==================== block 1
Fig. 1: block 1, signal wires on met3
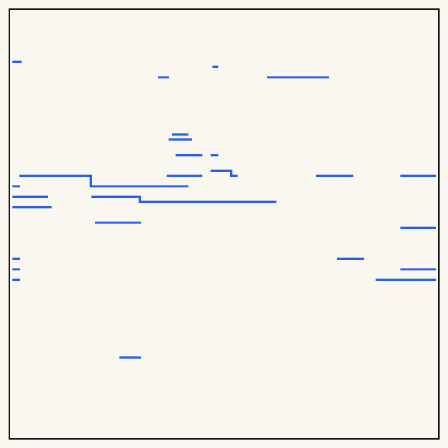

==> config.mk <==
export PLATFORM = sky130hd
export DESIGN_NAME = seq_tx_flat
export DESIGN_NICKNAME = d
export VERILOG_FILES = /design/src/rtl/seq_tx_if.sv /design/src/rtl/seq_tx.sv /design/src/flat_wrapper.sv
export SDC_FILE = /design/constraint.sdc
export NUM_CORES = 1
export LEC_CHECK = 0
export CORE_UTILIZATION = 42
export CTS_CLUSTER_DIAMETER = 200
export DETAILED_ROUTE_END_ITERATION = 12
export HOLD_SLACK_MARGIN = 0.08
export PLACE_DENSITY = 0.79
export SYNTH_ARGS = -nofsm -noshare
export SYNTH_HDL_FRONTEND = slang
export SYNTH_SLANG_ARGS = --single-unit
export TNS_END_PERCENT = 1
==> constraint.sdc <==
create_clock -name clk -period 1.9 [get_ports clk]
set_input_delay 0.285 -clock clk [delete_from_list [all_inputs] [get_ports clk]]
set_output_delay 0.285 -clock clk [all_outputs]
set_load 0.01 [all_outputs]
==> src/rtl/seq_tx_if.sv <==
// Serial test-pattern transmitter bundle: switch/button controls in, serial bit and display status out.
// The master side drives load/pattern/step/rpt; the transmitter (slave) drives everything else.
interface seq_tx_if #(
  parameter int WIDTH = 8,
  parameter int CNT_W = 3
);
  logic             load;
  logic [WIDTH-1:0] pattern;
  logic             step;
  logic             rpt;
  logic             dout;
  logic             busy;
  logic             done;
  logic [CNT_W-1:0] bit_idx;
  logic [3:0]       frames;
  logic [WIDTH-1:0] shreg;
  logic [1:0]       st;

  modport master (
    output load, pattern, step, rpt,
    input  dout, busy, done, bit_idx, frames, shreg, st
  );

  modport slave (
    input  load, pattern, step, rpt,
    output dout, busy, done, bit_idx, frames, shreg, st
  );
endinterface

==> src/rtl/seq_tx.sv <==
// Shifts a loaded pattern out MSB first, one bit per rising edge of step; new bit visible one clk after the edge.
// No backpressure: load wins over step, step is ignored outside SEND, and all outputs come from registers.
module seq_tx #(
  parameter int WIDTH = 8,
  parameter int CNT_W = 3
) (
  input  logic clk,
  input  logic rst,
  seq_tx_if.slave bus
);

  typedef enum logic [1:0] {
    IDLE = 2'd0,
    SEND = 2'd1,
    DONE = 2'd2
  } state_t;

  localparam logic [CNT_W-1:0] LAST_IDX = CNT_W'(WIDTH - 1);

  state_t           st_q, st_d;
  logic [WIDTH-1:0] shreg_q, shreg_d;
  logic [WIDTH-1:0] saved_q, saved_d;
  logic [CNT_W-1:0] idx_q, idx_d;
  logic [3:0]       frames_q, frames_d;
  logic             step_q;
  logic             step_rise;

  assign step_rise = bus.step & ~step_q;

  always_ff @(posedge clk) begin
    if (rst) begin
      st_q     <= IDLE;
      shreg_q  <= '0;
      saved_q  <= '0;
      idx_q    <= '0;
      frames_q <= '0;
      step_q   <= 1'b0;
    end else begin
      st_q     <= st_d;
      shreg_q  <= shreg_d;
      saved_q  <= saved_d;
      idx_q    <= idx_d;
      frames_q <= frames_d;
      step_q   <= bus.step;
    end
  end

  always_comb begin
    st_d     = st_q;
    shreg_d  = shreg_q;
    saved_d  = saved_q;
    idx_d    = idx_q;
    frames_d = frames_q;
    case (st_q)
      IDLE, DONE: begin
        if (bus.load) begin
          shreg_d = bus.pattern;
          saved_d = bus.pattern;
          idx_d   = '0;
          st_d    = SEND;
        end
      end
      SEND: begin
        if (bus.load) begin
          shreg_d = bus.pattern;
          saved_d = bus.pattern;
          idx_d   = '0;
        end else if (step_rise) begin
          if (idx_q == LAST_IDX) begin
            frames_d = frames_q + 4'd1;
            idx_d    = '0;
            // Repeat restarts from the saved copy, not the live switches.
            if (bus.rpt) begin
              shreg_d = saved_q;
            end else begin
              shreg_d = '0;
              st_d    = DONE;
            end
          end else begin
            shreg_d = {shreg_q[WIDTH-2:0], 1'b0};
            idx_d   = idx_q + CNT_W'(1);
          end
        end
      end
      default: st_d = IDLE;
    endcase
  end

  assign bus.dout    = (st_q == SEND) ? shreg_q[WIDTH-1] : 1'b0;
  assign bus.busy    = (st_q == SEND);
  assign bus.done    = (st_q == DONE);
  assign bus.bit_idx = idx_q;
  assign bus.frames  = frames_q;
  assign bus.shreg   = shreg_q;
  assign bus.st      = st_q;

endmodule

==> src/flat_wrapper.sv <==
// flat-port wrapper written by rule: the top's interface ports become plain ports
module seq_tx_flat 
#(
  parameter int WIDTH = 8,
  parameter int CNT_W = 3
)
  (clk, rst, bus_load, bus_pattern, bus_step, bus_rpt, bus_dout, bus_busy, bus_done, bus_bit_idx, bus_frames, bus_shreg, bus_st);
  seq_tx_if #(.WIDTH(WIDTH), .CNT_W(CNT_W)) bus_i ();
  input  logic clk;
  input  logic rst;
  input wire logic [$bits(bus_i.load)-1:0] bus_load;
  input wire logic [$bits(bus_i.pattern)-1:0] bus_pattern;
  input wire logic [$bits(bus_i.step)-1:0] bus_step;
  input wire logic [$bits(bus_i.rpt)-1:0] bus_rpt;
  output wire logic [$bits(bus_i.dout)-1:0] bus_dout;
  output wire logic [$bits(bus_i.busy)-1:0] bus_busy;
  output wire logic [$bits(bus_i.done)-1:0] bus_done;
  output wire logic [$bits(bus_i.bit_idx)-1:0] bus_bit_idx;
  output wire logic [$bits(bus_i.frames)-1:0] bus_frames;
  output wire logic [$bits(bus_i.shreg)-1:0] bus_shreg;
  output wire logic [$bits(bus_i.st)-1:0] bus_st;
  assign bus_i.load = bus_load;
  assign bus_i.pattern = bus_pattern;
  assign bus_i.step = bus_step;
  assign bus_i.rpt = bus_rpt;
  assign bus_dout = bus_i.dout;
  assign bus_busy = bus_i.busy;
  assign bus_done = bus_i.done;
  assign bus_bit_idx = bus_i.bit_idx;
  assign bus_frames = bus_i.frames;
  assign bus_shreg = bus_i.shreg;
  assign bus_st = bus_i.st;
  seq_tx #(.WIDTH(WIDTH), .CNT_W(CNT_W)) u_core (.clk(clk), .rst(rst), .bus(bus_i));
endmodule
==================== block 2
[config.mk]
export PLATFORM = sky130hd
export DESIGN_NAME = regfile_sb
export DESIGN_NICKNAME = d
export VERILOG_FILES = /design/src/rtl/regfile_sb.sv
export SDC_FILE = /design/constraint.sdc
export NUM_CORES = 2
export LEC_CHECK = 0
export CAP_MARGIN = 20
export CORE_MARGIN = 10
export CORE_UTILIZATION = 40
export CTS_BUF_LIST = sky130_fd_sc_hd__clkbuf_2
export CTS_CLUSTER_DIAMETER = 150
export CTS_CLUSTER_SIZE = 30
export DETAILED_ROUTE_END_ITERATION = 12
export PLACE_DENSITY_LB_ADDON = 0.15
export SLEW_MARGIN = 20
export SYNTH_ARGS = -nofsm -noshare
export SYNTH_HDL_FRONTEND = slang
export SYNTH_SLANG_ARGS = --single-unit
export TNS_END_PERCENT = 100
[constraint.sdc]
create_clock -name clk -period 9.7 [get_ports clk]
set_input_delay 1.455 -clock clk [delete_from_list [all_inputs] [get_ports clk]]
set_output_delay 1.455 -clock clk [all_outputs]
set_load 0.05 [all_outputs]
[src/rtl/regfile_sb.sv]
// regfile_sb: multi-port register file with a pending-result scoreboard.
// Reads are combinational, with write-through bypass. One pend bit per register
// tracks results that are still in flight. pend_cnt holds the registered count
// of pend bits that are set.
//
// Issue handshake: the issuer drives iss_en/iss_addr. The same cycle, iss_stall
// says whether the issue was taken. iss_stall=1 means the issue was rejected,
// changed no state, and must be presented again. iss_stall=0 with iss_en=1
// means the issue was accepted at that clock edge.
module regfile_sb #(
   parameter int DATA_W   = 32,
   parameter int ADDR_W   = 5,
   parameter int NREAD    = 2,
   parameter int ZERO_REG = 1
) (
   input  logic                      clk,
   input  logic                      rst_n,
   input  logic                      we,
   input  logic [ADDR_W-1:0]         waddr,
   input  logic [DATA_W-1:0]         wdata,
   input  logic [NREAD*ADDR_W-1:0]   raddr,
   output logic [NREAD*DATA_W-1:0]   rdata,
   output logic [NREAD-1:0]          rrdy,
   input  logic                      iss_en,
   input  logic [ADDR_W-1:0]         iss_addr,
   output logic                      iss_stall,
   output logic [ADDR_W:0]           pend_cnt
);

   localparam int DEPTH = 2 ** ADDR_W;
   localparam int CW    = ADDR_W + 1;

   logic [DATA_W-1:0] regs [DEPTH];
   logic [DEPTH-1:0]  pend;
   logic [DEPTH-1:0]  pend_nxt;
   logic              wr_ok;
   logic              iss_is_zero;
   logic              iss_ok;
   logic              set_new;
   logic              clr_old;

   // Qualify the write and issue requests and derive the scoreboard updates.
   // Gating on rst_n keeps bypass and stall quiet while the block is held in reset.
   always_comb begin
      wr_ok       = rst_n && we && !((ZERO_REG != 0) && (waddr == '0));
      iss_is_zero = (ZERO_REG != 0) && (iss_addr == '0);
      // A write to the same register this cycle retires the old producer, so no WAW stall.
      iss_stall   = rst_n && iss_en && pend[iss_addr] && !(wr_ok && (waddr == iss_addr));
      iss_ok      = rst_n && iss_en && !iss_stall && !iss_is_zero;
      // The count moves only when a bit really changes.
      // When the write and the issue hit the same register, the issue wins.
      set_new     = iss_ok && !pend[iss_addr];
      clr_old     = wr_ok && pend[waddr] && !(iss_ok && (iss_addr == waddr));
      pend_nxt    = pend;
      if (wr_ok)  pend_nxt[waddr]    = 1'b0;
      if (iss_ok) pend_nxt[iss_addr] = 1'b1;
   end

   // Combinational read ports: the zero register first, then the bypass, then the array.
   always_comb begin
      rdata = '0;
      rrdy  = '0;
      for (int i = 0; i < NREAD; i++) begin : rd_port
         logic [ADDR_W-1:0] ra;
         ra = raddr[i*ADDR_W +: ADDR_W];
         if ((ZERO_REG != 0) && (ra == '0)) begin
            rdata[i*DATA_W +: DATA_W] = '0;
            rrdy[i]                   = 1'b1;
         end else if (wr_ok && (waddr == ra)) begin
            rdata[i*DATA_W +: DATA_W] = wdata;
            rrdy[i]                   = 1'b1;
         end else begin
            rdata[i*DATA_W +: DATA_W] = regs[ra];
            rrdy[i]                   = !pend[ra];
         end
      end
   end

   // Register array storage. It is cleared asynchronously on reset.
   always_ff @(posedge clk or negedge rst_n) begin
      if (!rst_n) begin
         for (int j = 0; j < DEPTH; j++) regs[j] <= '0;
      end else if (wr_ok) begin
         regs[waddr] <= wdata;
      end
   end

   // Scoreboard pend bits. Reset drops every in-flight result.
   always_ff @(posedge clk or negedge rst_n) begin
      if (!rst_n) pend <= '0;
      else        pend <= pend_nxt;
   end

   // Count of pending registers, kept in step with the pend bits.
   // A bit cannot be set twice or cleared twice, so the count neither overflows nor wraps.
   always_ff @(posedge clk or negedge rst_n) begin
      if (!rst_n) pend_cnt <= '0;
      else        pend_cnt <= pend_cnt + CW'(set_new) - CW'(clr_old);
   end

endmodule

==================== block 3
### config.mk
export PLATFORM = sky130hd
export DESIGN_NAME = ps2_ascii_source
export DESIGN_NICKNAME = d
export VERILOG_FILES = /design/src/rtl/kb_pkg.sv /design/src/rtl/scancode_to_ascii.sv /design/src/rtl/ps2_ascii_source.sv
export SDC_FILE = /design/constraint.sdc
export NUM_CORES = 1
export LEC_CHECK = 0
export CORE_ASPECT_RATIO = 1.1
export CORE_MARGIN = 2
export CORE_UTILIZATION = 60
export DETAILED_ROUTE_END_ITERATION = 12
export PLACE_DENSITY = 0.79
export REMOVE_ABC_BUFFERS = 1
export SYNTH_ARGS = -nofsm -noshare
export SYNTH_HDL_FRONTEND = slang
export SYNTH_SLANG_ARGS = --single-unit
### constraint.sdc
create_clock -name clk -period 4 [get_ports clk]
set_input_delay 0.6 -clock clk [delete_from_list [all_inputs] [get_ports clk]]
set_output_delay 0.6 -clock clk [all_outputs]
set_load 0.01 [all_outputs]
### src/rtl/kb_pkg.sv
// kb_pkg: shared Set 2 scancode, ASCII constants and prefix FSM encoding.
package kb_pkg;
    localparam logic [7:0] SC_EXT    = 8'hE0;
    localparam logic [7:0] SC_BRK    = 8'hF0;
    localparam logic [7:0] SC_LSHIFT = 8'h12;
    localparam logic [7:0] SC_RSHIFT = 8'h59;
    localparam logic [7:0] SC_CAPS   = 8'h58;
    localparam logic [6:0] ASCII_CR  = 7'd13;
    localparam logic [6:0] ASCII_BS  = 7'd8;
    localparam logic [6:0] ASCII_SP  = 7'd32;
    typedef enum logic [1:0] {IDLE, BRK, EXT, EXT_BRK} state_t;
endpackage

### src/rtl/scancode_to_ascii.sv
// scancode_to_ascii: combinational Set 2 make-code to 7-bit ASCII lookup.
module scancode_to_ascii
    import kb_pkg::*;
(
    input  logic [7:0] code,
    input  logic       shift,
    input  logic       caps,
    output logic [6:0] ascii,
    output logic       hit
);
    logic [6:0] low, up;
    logic       letter;
    always_comb begin
        letter = 1'b0;
        low    = '0;
        up     = '0;
        hit    = 1'b1;
        case (code)
            8'h1C: {letter, low} = {1'b1, 7'h61};
            8'h32: {letter, low} = {1'b1, 7'h62};
            8'h21: {letter, low} = {1'b1, 7'h63};
            8'h23: {letter, low} = {1'b1, 7'h64};
            8'h24: {letter, low} = {1'b1, 7'h65};
            8'h2B: {letter, low} = {1'b1, 7'h66};
            8'h34: {letter, low} = {1'b1, 7'h67};
            8'h33: {letter, low} = {1'b1, 7'h68};
            8'h43: {letter, low} = {1'b1, 7'h69};
            8'h3B: {letter, low} = {1'b1, 7'h6A};
            8'h42: {letter, low} = {1'b1, 7'h6B};
            8'h4B: {letter, low} = {1'b1, 7'h6C};
            8'h3A: {letter, low} = {1'b1, 7'h6D};
            8'h31: {letter, low} = {1'b1, 7'h6E};
            8'h44: {letter, low} = {1'b1, 7'h6F};
            8'h4D: {letter, low} = {1'b1, 7'h70};
            8'h15: {letter, low} = {1'b1, 7'h71};
            8'h2D: {letter, low} = {1'b1, 7'h72};
            8'h1B: {letter, low} = {1'b1, 7'h73};
            8'h2C: {letter, low} = {1'b1, 7'h74};
            8'h3C: {letter, low} = {1'b1, 7'h75};
            8'h2A: {letter, low} = {1'b1, 7'h76};
            8'h1D: {letter, low} = {1'b1, 7'h77};
            8'h22: {letter, low} = {1'b1, 7'h78};
            8'h35: {letter, low} = {1'b1, 7'h79};
            8'h1A: {letter, low} = {1'b1, 7'h7A};
            8'h16: {low, up} = {7'h31, 7'h21};
            8'h1E: {low, up} = {7'h32, 7'h40};
            8'h26: {low, up} = {7'h33, 7'h23};
            8'h25: {low, up} = {7'h34, 7'h24};
            8'h2E: {low, up} = {7'h35, 7'h25};
            8'h36: {low, up} = {7'h36, 7'h5E};
            8'h3D: {low, up} = {7'h37, 7'h26};
            8'h3E: {low, up} = {7'h38, 7'h2A};
            8'h46: {low, up} = {7'h39, 7'h28};
            8'h45: {low, up} = {7'h30, 7'h29};
            8'h4E: {low, up} = {7'h2D, 7'h5F};
            8'h55: {low, up} = {7'h3D, 7'h2B};
            8'h41: {low, up} = {7'h2C, 7'h3C};
            8'h49: {low, up} = {7'h2E, 7'h3E};
            8'h4A: {low, up} = {7'h2F, 7'h3F};
            8'h29: {low, up} = {ASCII_SP, ASCII_SP};
            8'h5A: {low, up} = {ASCII_CR, ASCII_CR};
            8'h66: {low, up} = {ASCII_BS, ASCII_BS};
            default: hit = 1'b0;
        endcase
        ascii = !hit ? 7'd0 : letter ? ((shift ^ caps) ? low - 7'd32 : low) : (shift ? up : low);
    end
endmodule

### src/rtl/ps2_ascii_source.sv
// ps2_ascii_source: Set 2 scancode bytes to paced single-cycle ASCII pulses.
// Prefix FSM and modifiers feed a lookup; characters queue in a FIFO drained every RELEASE_GAP cycles.
module ps2_ascii_source
    import kb_pkg::*;
#(
    parameter int                 FIFO_DEPTH  = 4,
    parameter int                 GAP_W       = 24,
    parameter logic [GAP_W-1:0]   RELEASE_GAP = 24'd8388608
) (
    input  logic       clk,
    input  logic       resetn,
    input  logic [7:0] scan_byte,
    input  logic       scan_valid,
    output logic [6:0] ascii,
    output logic       asciiready,
    output logic       caps,
    output logic       overflow
);
    localparam int AW = $clog2(FIFO_DEPTH);
    localparam int CW = AW + 1;

    state_t           state, state_nxt;
    logic             make, brk;
    logic             lshift, rshift, caps_held;
    logic [6:0]       map_ascii;
    logic             map_hit;
    logic [6:0]       mem [FIFO_DEPTH];
    logic [AW-1:0]    wr_ptr, rd_ptr;
    logic [CW-1:0]    cnt;
    logic [GAP_W-1:0] gap;
    logic             full, push, do_push, pop;

    scancode_to_ascii u_map (
        .code  (scan_byte),
        .shift (lshift | rshift),
        .caps  (caps),
        .ascii (map_ascii),
        .hit   (map_hit)
    );

    always_comb begin
        state_nxt = state;
        make      = 1'b0;
        brk       = 1'b0;
        if (scan_valid) begin
            case (state)
                IDLE: begin
                    state_nxt = scan_byte == SC_EXT ? EXT : scan_byte == SC_BRK ? BRK : IDLE;
                    make      = scan_byte != SC_EXT && scan_byte != SC_BRK;
                end
                BRK: begin
                    state_nxt = IDLE;
                    brk       = 1'b1;
                end
                EXT:     state_nxt = scan_byte == SC_BRK ? EXT_BRK : IDLE;
                default: state_nxt = IDLE;
            endcase
        end
    end

    // Full is judged before any same-cycle pop, so a push into a full FIFO is always dropped.
    assign full    = cnt == CW'(FIFO_DEPTH);
    assign push    = make && map_hit;
    assign do_push = push && !full;
    assign pop     = gap == '0 && cnt != '0;

    always_ff @(posedge clk or negedge resetn) begin
        if (!resetn) begin
            state      <= IDLE;
            lshift     <= 1'b0;
            rshift     <= 1'b0;
            caps_held  <= 1'b0;
            caps       <= 1'b0;
            wr_ptr     <= '0;
            rd_ptr     <= '0;
            cnt        <= '0;
            gap        <= '0;
            ascii      <= '0;
            asciiready <= 1'b0;
            overflow   <= 1'b0;
        end else begin
            state      <= state_nxt;
            lshift     <= (make | brk) && scan_byte == SC_LSHIFT ? make : lshift;
            rshift     <= (make | brk) && scan_byte == SC_RSHIFT ? make : rshift;
            caps_held  <= (make | brk) && scan_byte == SC_CAPS ? make : caps_held;
            caps       <= make && scan_byte == SC_CAPS && !caps_held ? !caps : caps;
            wr_ptr     <= do_push ? wr_ptr + 1'b1 : wr_ptr;
            rd_ptr     <= pop ? rd_ptr + 1'b1 : rd_ptr;
            cnt        <= cnt + CW'(do_push) - CW'(pop);
            gap        <= pop ? RELEASE_GAP - GAP_W'(1) : gap != '0 ? gap - GAP_W'(1) : gap;
            ascii      <= pop ? mem[rd_ptr] : ascii;
            asciiready <= pop;
            overflow   <= overflow | (push && full);
        end
    end

    always_ff @(posedge clk) begin
        if (do_push) mem[wr_ptr] <= map_ascii;
    end
endmodule

Fig. 2: block 1, metal layers overlaid
Only two layers are drawn.
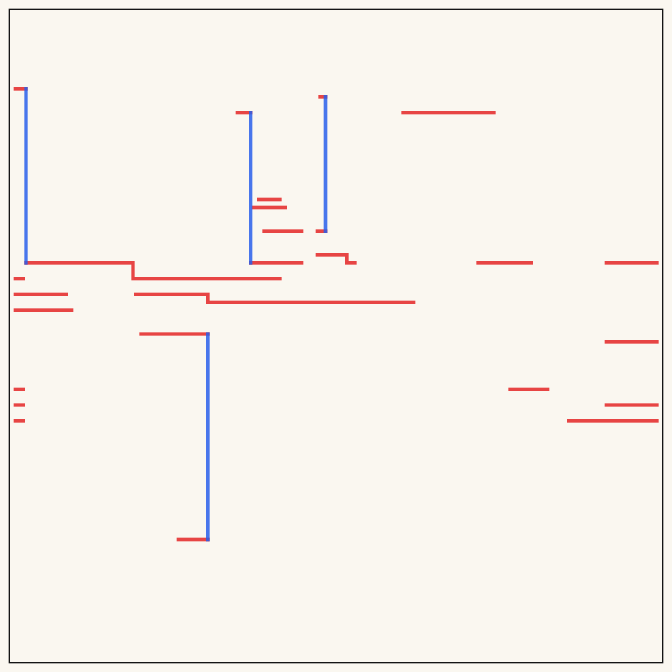
| colour | layer | wire length |
|---|---|---|
| blue | met4 | 57.1 um |
| red | met3 | 124 um |
via count: 1,178
post-DR wirelength/cell: 14.1 um
WL final: 3000 um
GRT Total Usage: 19.5%

Notes on Fig. 1 above:
nets with wire on the layer: 21
main direction: horizontal

==> reports/results.ini, block 1 <==
[cts]
clk_pin_slew_worst_paths_ns=0.13
cts_tree=built
cts-resized-gates=2
ctsHoldBuffers=0
root_buffer=clkbuf_4

[place]
place_congestion=0.764

[finish]
seq_share_pct=32.4
final-comb-area_um2=657
lay_top_count=clkdlybuf4s50_1

[sta]
rsz0062_at_grt=no
hold_viol=0
worst_slew_pin_slew_ns=0.485

[worst_setup_path]
worst-r2r-setup-slack_ns=0.36
crit_required_ns=1.62

[yosys]
fa_ha_area_share_pct=4.07
ys.flop_type=dfxtp_1
synth_area_per_cell_um2=8.25

[status]
status=finished, final reports clean

[power]
pg_seq_mw=0.589
clkPwrFrac_pct=23.0

[floorplanning]
ios=33
initial_core_util_pct=44.6
die_w_um=56.1
tapCellCount=31

[worst_hold_path]
holdCritStartpoint=u_core.saved_q[2]$_SDFFE_PP0P_

[grt]
met1_usage_pct=22.5
grt_pass1_vias=1131

[drt]
ant_nets=0
met3_length_um=123
drc_errors=0
first_pass_iters=4
routed.top_layer=met4
wl_met2_um=1550

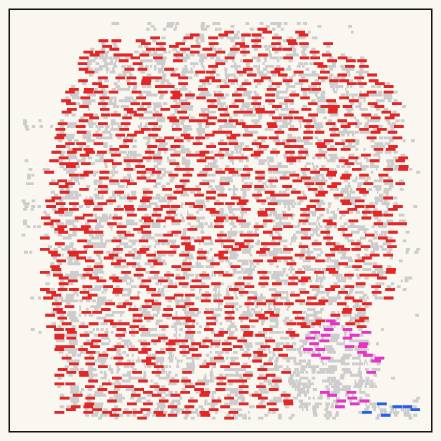
Fig. 3. Sequential cells grouped by signal name (block 2).
Other cells in grey.
| colour | signal | sequential cells | where |
|---|---|---|---|
| red | `regs` | 1,024 | all over the die |
| blue | `pend_cnt` | 6 | lower right |
| magenta | `pend` | 32 | lower right |
fraction of area in registers: 43.4%
fin util: 42.6%
P_seq: 5.49 mW
Flop area: 26,600 um^2

==> reports/results.ini, block 2 <==
[status]
status=finished, final reports clean

[yosys]
ys.flop_type=dfrtp_1
top_cell=dfrtp_1
edf_count=0

[cts]
cts_setup_buffers=0
cts_num_sinks=1062
cts_buffers=41
clockBufferDepth=3
cts-resized-gates=0

[power]
switching_share_pct=32.2
max-vdd-ir-drop_uv=95.0

[drt]
via_per_inst=6.46
met3_length_um=11200
routed.top_layer=met5

[worst_setup_path]
critPathCapture=rdata[40]
startpoint=waddr[3]
arrival_ns=5.86
cpPeakStageDelay_ns=1.23

[finish]
inverters=37
buffers=263
instances_no_fill=5863
final-comb-area_um2=29400
comb_cells=2547
dominant_cells=combinational gates
lay_top_cells=dfrtp_1 (1,062), mux2_2 (746), mux4_2 (445), mux2_1 (276), mux2i_1 (223)

[sta]
period_needed_ns=7.31
setup_ws_ns=2.39
finalSetupViolations=0
hold_viol=0

[floorplanning]
coreArea_um2=144000
ios=129

[grt]
busiest_layer=met2
grt_max_degree=86
use_met3_pct=2.80

[place]
dp_hpwl_um=116000

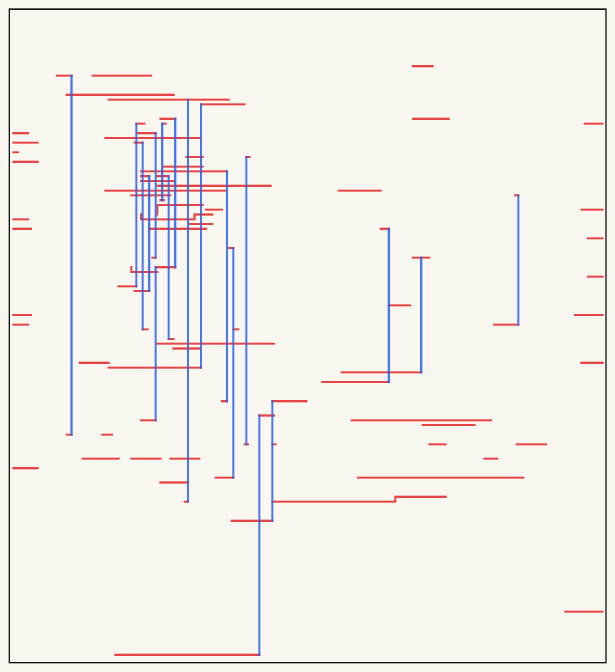
Fig. 4. Metal layers overlaid (block 3).
Only two layers are drawn.
| colour | layer | wire length |
|---|---|---|
| blue | met4 | 520 um |
| red | met3 | 452 um |

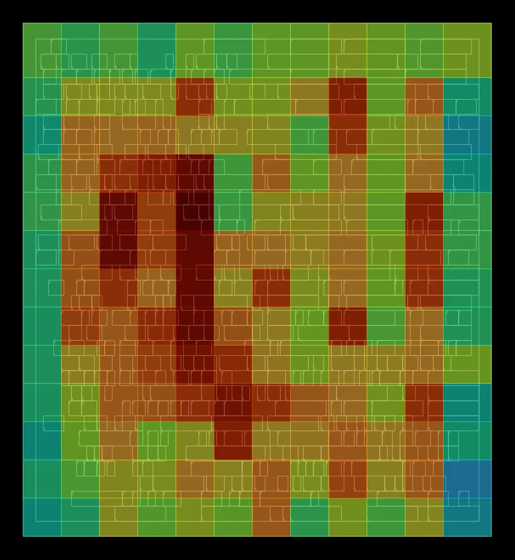
Fig. 5. Track usage over the die (block 3).
fin util: 73.2%
global routing usage on met1: 32.4%
post-DR wirelength/cell: 18.1 um
met2 usage: 50.0%
Most Crowded Layer GR: met2

==> reports/results.ini, block 3 <==
[drt]
routed_wl_um=10400
wl_met2_um=5280
first_pass_iters=4
drc_errors=0
drt-initial-drc-count=173

[yosys]
topCellsByArea=dfrtp_1 (27%), edfxtp_1 (20%), mux4_2 (3.7%)
ys_sh_simple_pct=23.3
yosys_cells=425
synthDistinctLibCells=68

[place]
dp_slack_ns=0.00371
port_buffers=20
dp_hpwl_um=7970

[finish]
layout.nets=506
comb_share_pct=41.9
buffers=72
largest_register_ffs=28
lay_top_count=buf_4
instances_no_fill=577

[floorplanning]
initial_core_util_pct=61.5
ios=21
die_w_um=84.6

[grt]
antenna_found_initial=0
grt_pass1_wl_um=17300

[cts]
cts_buffers=9
root_buffer=clkbuf_8

[sta]
setup_tns_ns=0
whs_ns=0.424

[worst_setup_path]
cpMostUsedCell=inv_1
cpPeakStageDelay_ns=0.52
cp_num_cells=15
critPathBufInv=4
worstPathCellList=clkdlybuf4s50_1, or3b_2, a211o_1, o211a_1, and4bb_4, and2_4, a311oi_4, inv_1, ha_1, inv_1, ha_1, inv_1, fa_1, xnor2_1, xnor2_1

[status]
status=finished, final reports clean

[power]
maxPowerGroup=registers


==> gallery <==
Pin map.
Pins as bars across the die edge, other pins in grey.
panel A
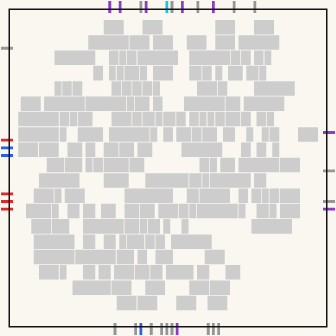
panel B
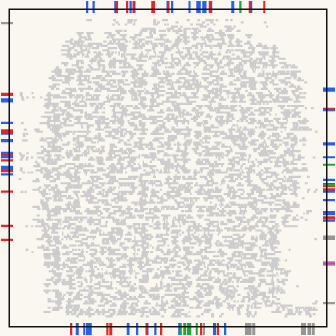
panel C
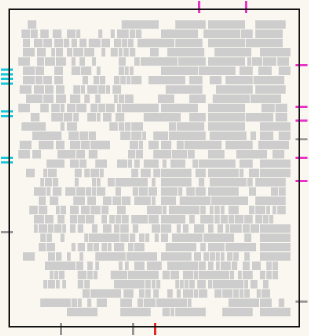
Panel A comes from block 1.
Panel C comes from block 3.
Panel B comes from block 2.
- fewest pins: panel C

Key to panel B:
| colour | port | pins | direction | edge |
|---|---|---|---|---|
| green | `raddr` | 10 | input | 7 bottom, 2 right, 1 top |
| red | `wdata` | 32 | input | 10 left, 9 top, 7 bottom, 6 right |
| magenta | `iss_stall` | 1 | output | right |
| blue | `rdata` | 64 | output | 19 top, 18 bottom, 14 right, 13 left |
all pins by edge: 48 bottom, 29 top, 28 right, 24 left


==================== block 4
Fig. 6: block 4, sequential cells grouped by signal name
Other sequential cells in the stronger grey, the rest of the logic in the fainter grey.
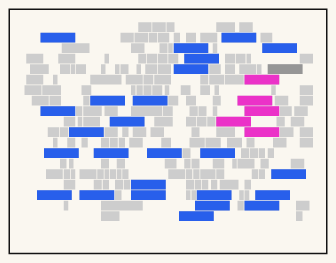
Fig. 7: block 4, metal layers overlaid
Only two layers are drawn.
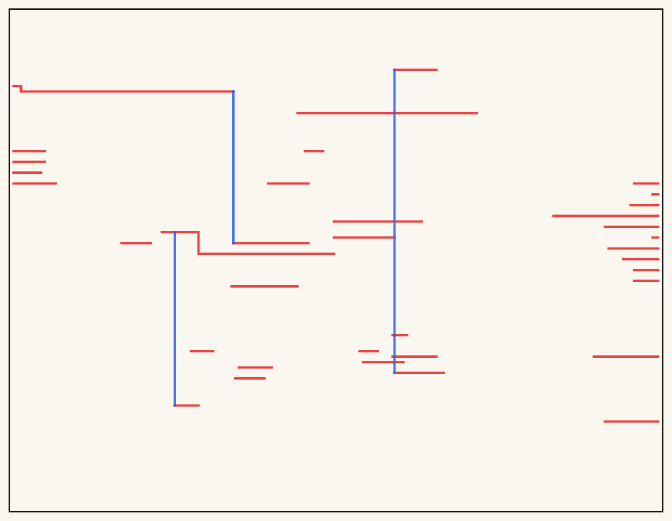
Fig. 8: block 4, pin map
Pins as bars across the die edge, other pins in grey.
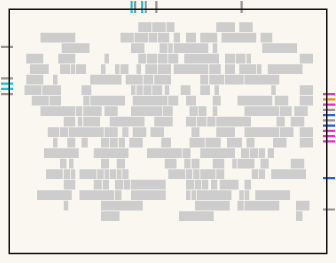
[config.mk]
export PLATFORM = sky130hd
export DESIGN_NAME = contador_palabras
export DESIGN_NICKNAME = d
export VERILOG_FILES = /design/src/rtl/contador_palabras.sv
export SDC_FILE = /design/constraint.sdc
export NUM_CORES = 1
export LEC_CHECK = 0
export CAP_MARGIN = 20
export CORE_ASPECT_RATIO = 0.75
export CORE_MARGIN = 3
export CORE_UTILIZATION = 40
export CTS_CLUSTER_DIAMETER = 150
export CTS_CLUSTER_SIZE = 24
export DETAILED_ROUTE_END_ITERATION = 8
export HOLD_SLACK_MARGIN = 0.08
export PLACE_DENSITY = 0.63
export RECOVER_POWER = 50
export SKIP_CTS_REPAIR_TIMING = 1
export SLEW_MARGIN = 20
export SYNTH_ARGS = -nofsm -noshare
export SYNTH_HDL_FRONTEND = slang
export SYNTH_SLANG_ARGS = --single-unit
[constraint.sdc]
create_clock -name clk -period 2.3 [get_ports clk]
set_input_delay 0.46 -clock clk [delete_from_list [all_inputs] [get_ports clk]]
set_output_delay 0.46 -clock clk [all_outputs]
set_load 0.02 [all_outputs]
[src/rtl/contador_palabras.sv]
// rtl/contador_palabras.sv - per-FIFO and total pop counters with registered indexed read port
module contador_palabras #(
  parameter int CNT_W  = 5,
  parameter int N_FIFO = 4
) (
  input  logic              clk,
  input  logic              reset,
  input  logic              Enable,
  input  logic              init,
  input  logic              idle,
  input  logic [N_FIFO-1:0] pop_fifo_azules,
  input  logic [N_FIFO-1:0] empty_fifo_azules,
  input  logic              req,
  input  logic [2:0]        idx,
  output logic [CNT_W-1:0]  data,
  output logic              valid
);

  // Entries 0..N_FIFO-1 are per-FIFO counters, entry N_FIFO is the running total.
  logic [N_FIFO:0][CNT_W-1:0] cnt;
  logic [N_FIFO-1:0]          eff_pop;
  logic [CNT_W-1:0]           pop_sum;
  logic                       read_ok;

  assign eff_pop = pop_fifo_azules & ~empty_fifo_azules;
  assign read_ok = req & idle & (idx <= 3'(N_FIFO));

  always_comb begin
    pop_sum = '0;
    for (int i = 0; i < N_FIFO; i++) begin
      pop_sum = pop_sum + CNT_W'(eff_pop[i]);
    end
  end

  always_ff @(posedge clk or negedge reset) begin
    if (!reset) begin
      cnt <= '0;
    end else if (Enable) begin
      if (init) begin
        cnt <= '0;
      end else begin
        for (int i = 0; i < N_FIFO; i++) begin
          cnt[i] <= cnt[i] + CNT_W'(eff_pop[i]);
        end
        cnt[N_FIFO] <= cnt[N_FIFO] + pop_sum;
      end
    end
  end

  // Reads sample the pre-update counter, so a same-edge pop or init is not yet visible.
  always_ff @(posedge clk or negedge reset) begin
    if (!reset) begin
      valid <= 1'b0;
      data  <= '0;
    end else if (Enable && read_ok) begin
      valid <= 1'b1;
      data  <= cnt[idx];
    end else begin
      valid <= 1'b0;
      data  <= '0;
    end
  end

endmodule

==> reports/results.ini <==
[grt]
use_met3_pct=4.47
antenna_found_initial=0

[finish]
comb_cells=122
lay_top_count=dfrtp_1
final-comb-area_um2=902
area_growth_pct=27.5
final_cell_area_um2=2200
largest-register=cnt
instances_no_fill=257
comb_share_pct=40.9
diodes=0

[worst_hold_path]
min_path_type=flop to flop
holdCritStartpoint=cnt[4]$_DFFE_PN0P_

[floorplanning]
tapCellCount=55
die_y_um=62.9
die_w_um=81.9

[sta]
clock_skew_ns=0.00614
whs_ns=0.478
fmax_mhz=416
setup_ws_ns=-0.106
timing.slew.headroom_pct=47.4
finalSetupViolations=2

[yosys]
fp_nets=198
async_reset_ff_share_pct=100
topCellsByArea=dfrtp_1 (45%), ha_1 (6.5%), o21ai_0 (6.1%)
synth_top_area_share_pct=44.9
syn_inst=169
ys_sh_simple_pct=12.4
edf_count=0
ys.flop_type=dfrtp_1
synth_top_cell_by_area=dfrtp_1
ys_top_logic_family=AND-OR/OR-AND gates

[drt]
vias=1498
routedWlPerCell_um=16.8
wl_met1_um=2080
routed_wl_um=4310

[worst_setup_path]
startpoint=cnt[20]$_DFFE_PN0P_
cp-end-kind=flop
path_class=flop to flop

[status]
status=complete, but fails checks
violations=negative setup slack

[place]
dp_hpwl_um=3060

[flow_run]
tool_warnings=28

Notes on Fig. 6 above:
| colour | signal | sequential cells | where |
|---|---|---|---|
| blue | `cnt` | 25 | all over the die |
| magenta | `data` | 5 | middle right |
Flop area: 776 um^2
fraction of area in registers: 35.2%

Notes on Fig. 7 above:
| colour | layer | wire length |
|---|---|---|
| blue | met4 | 78.9 um |
| red | met3 | 238 um |

Notes on Fig. 8 above:
| colour | port | pins | direction | edge |
|---|---|---|---|---|
| blue | `idx` | 3 | input | right |
| cyan | `pop_fifo_azules` | 4 | input | 2 left, 2 top |
| magenta | `data` | 5 | output | right |
| orange | `valid` | 1 | output | right |
all pins by edge: 12 right, 6 top, 5 left



==> notes/layouts.md <==
Pictures saved along the way, in no particular order.

Signal wires on met3.
picture 1
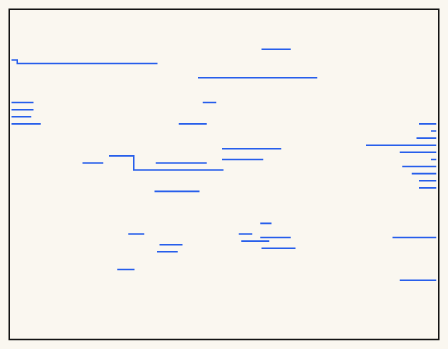
picture 2
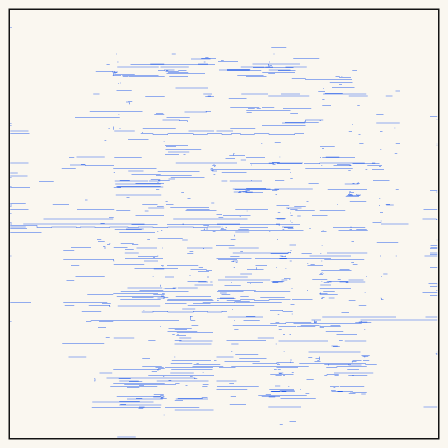
picture 3
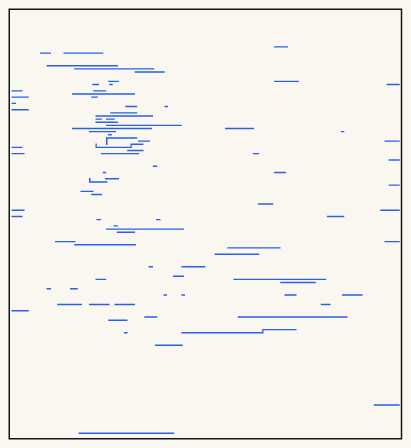
picture 1: block 4
picture 3: block 3
picture 2: block 2

Power and IR drop assume default switching activity.
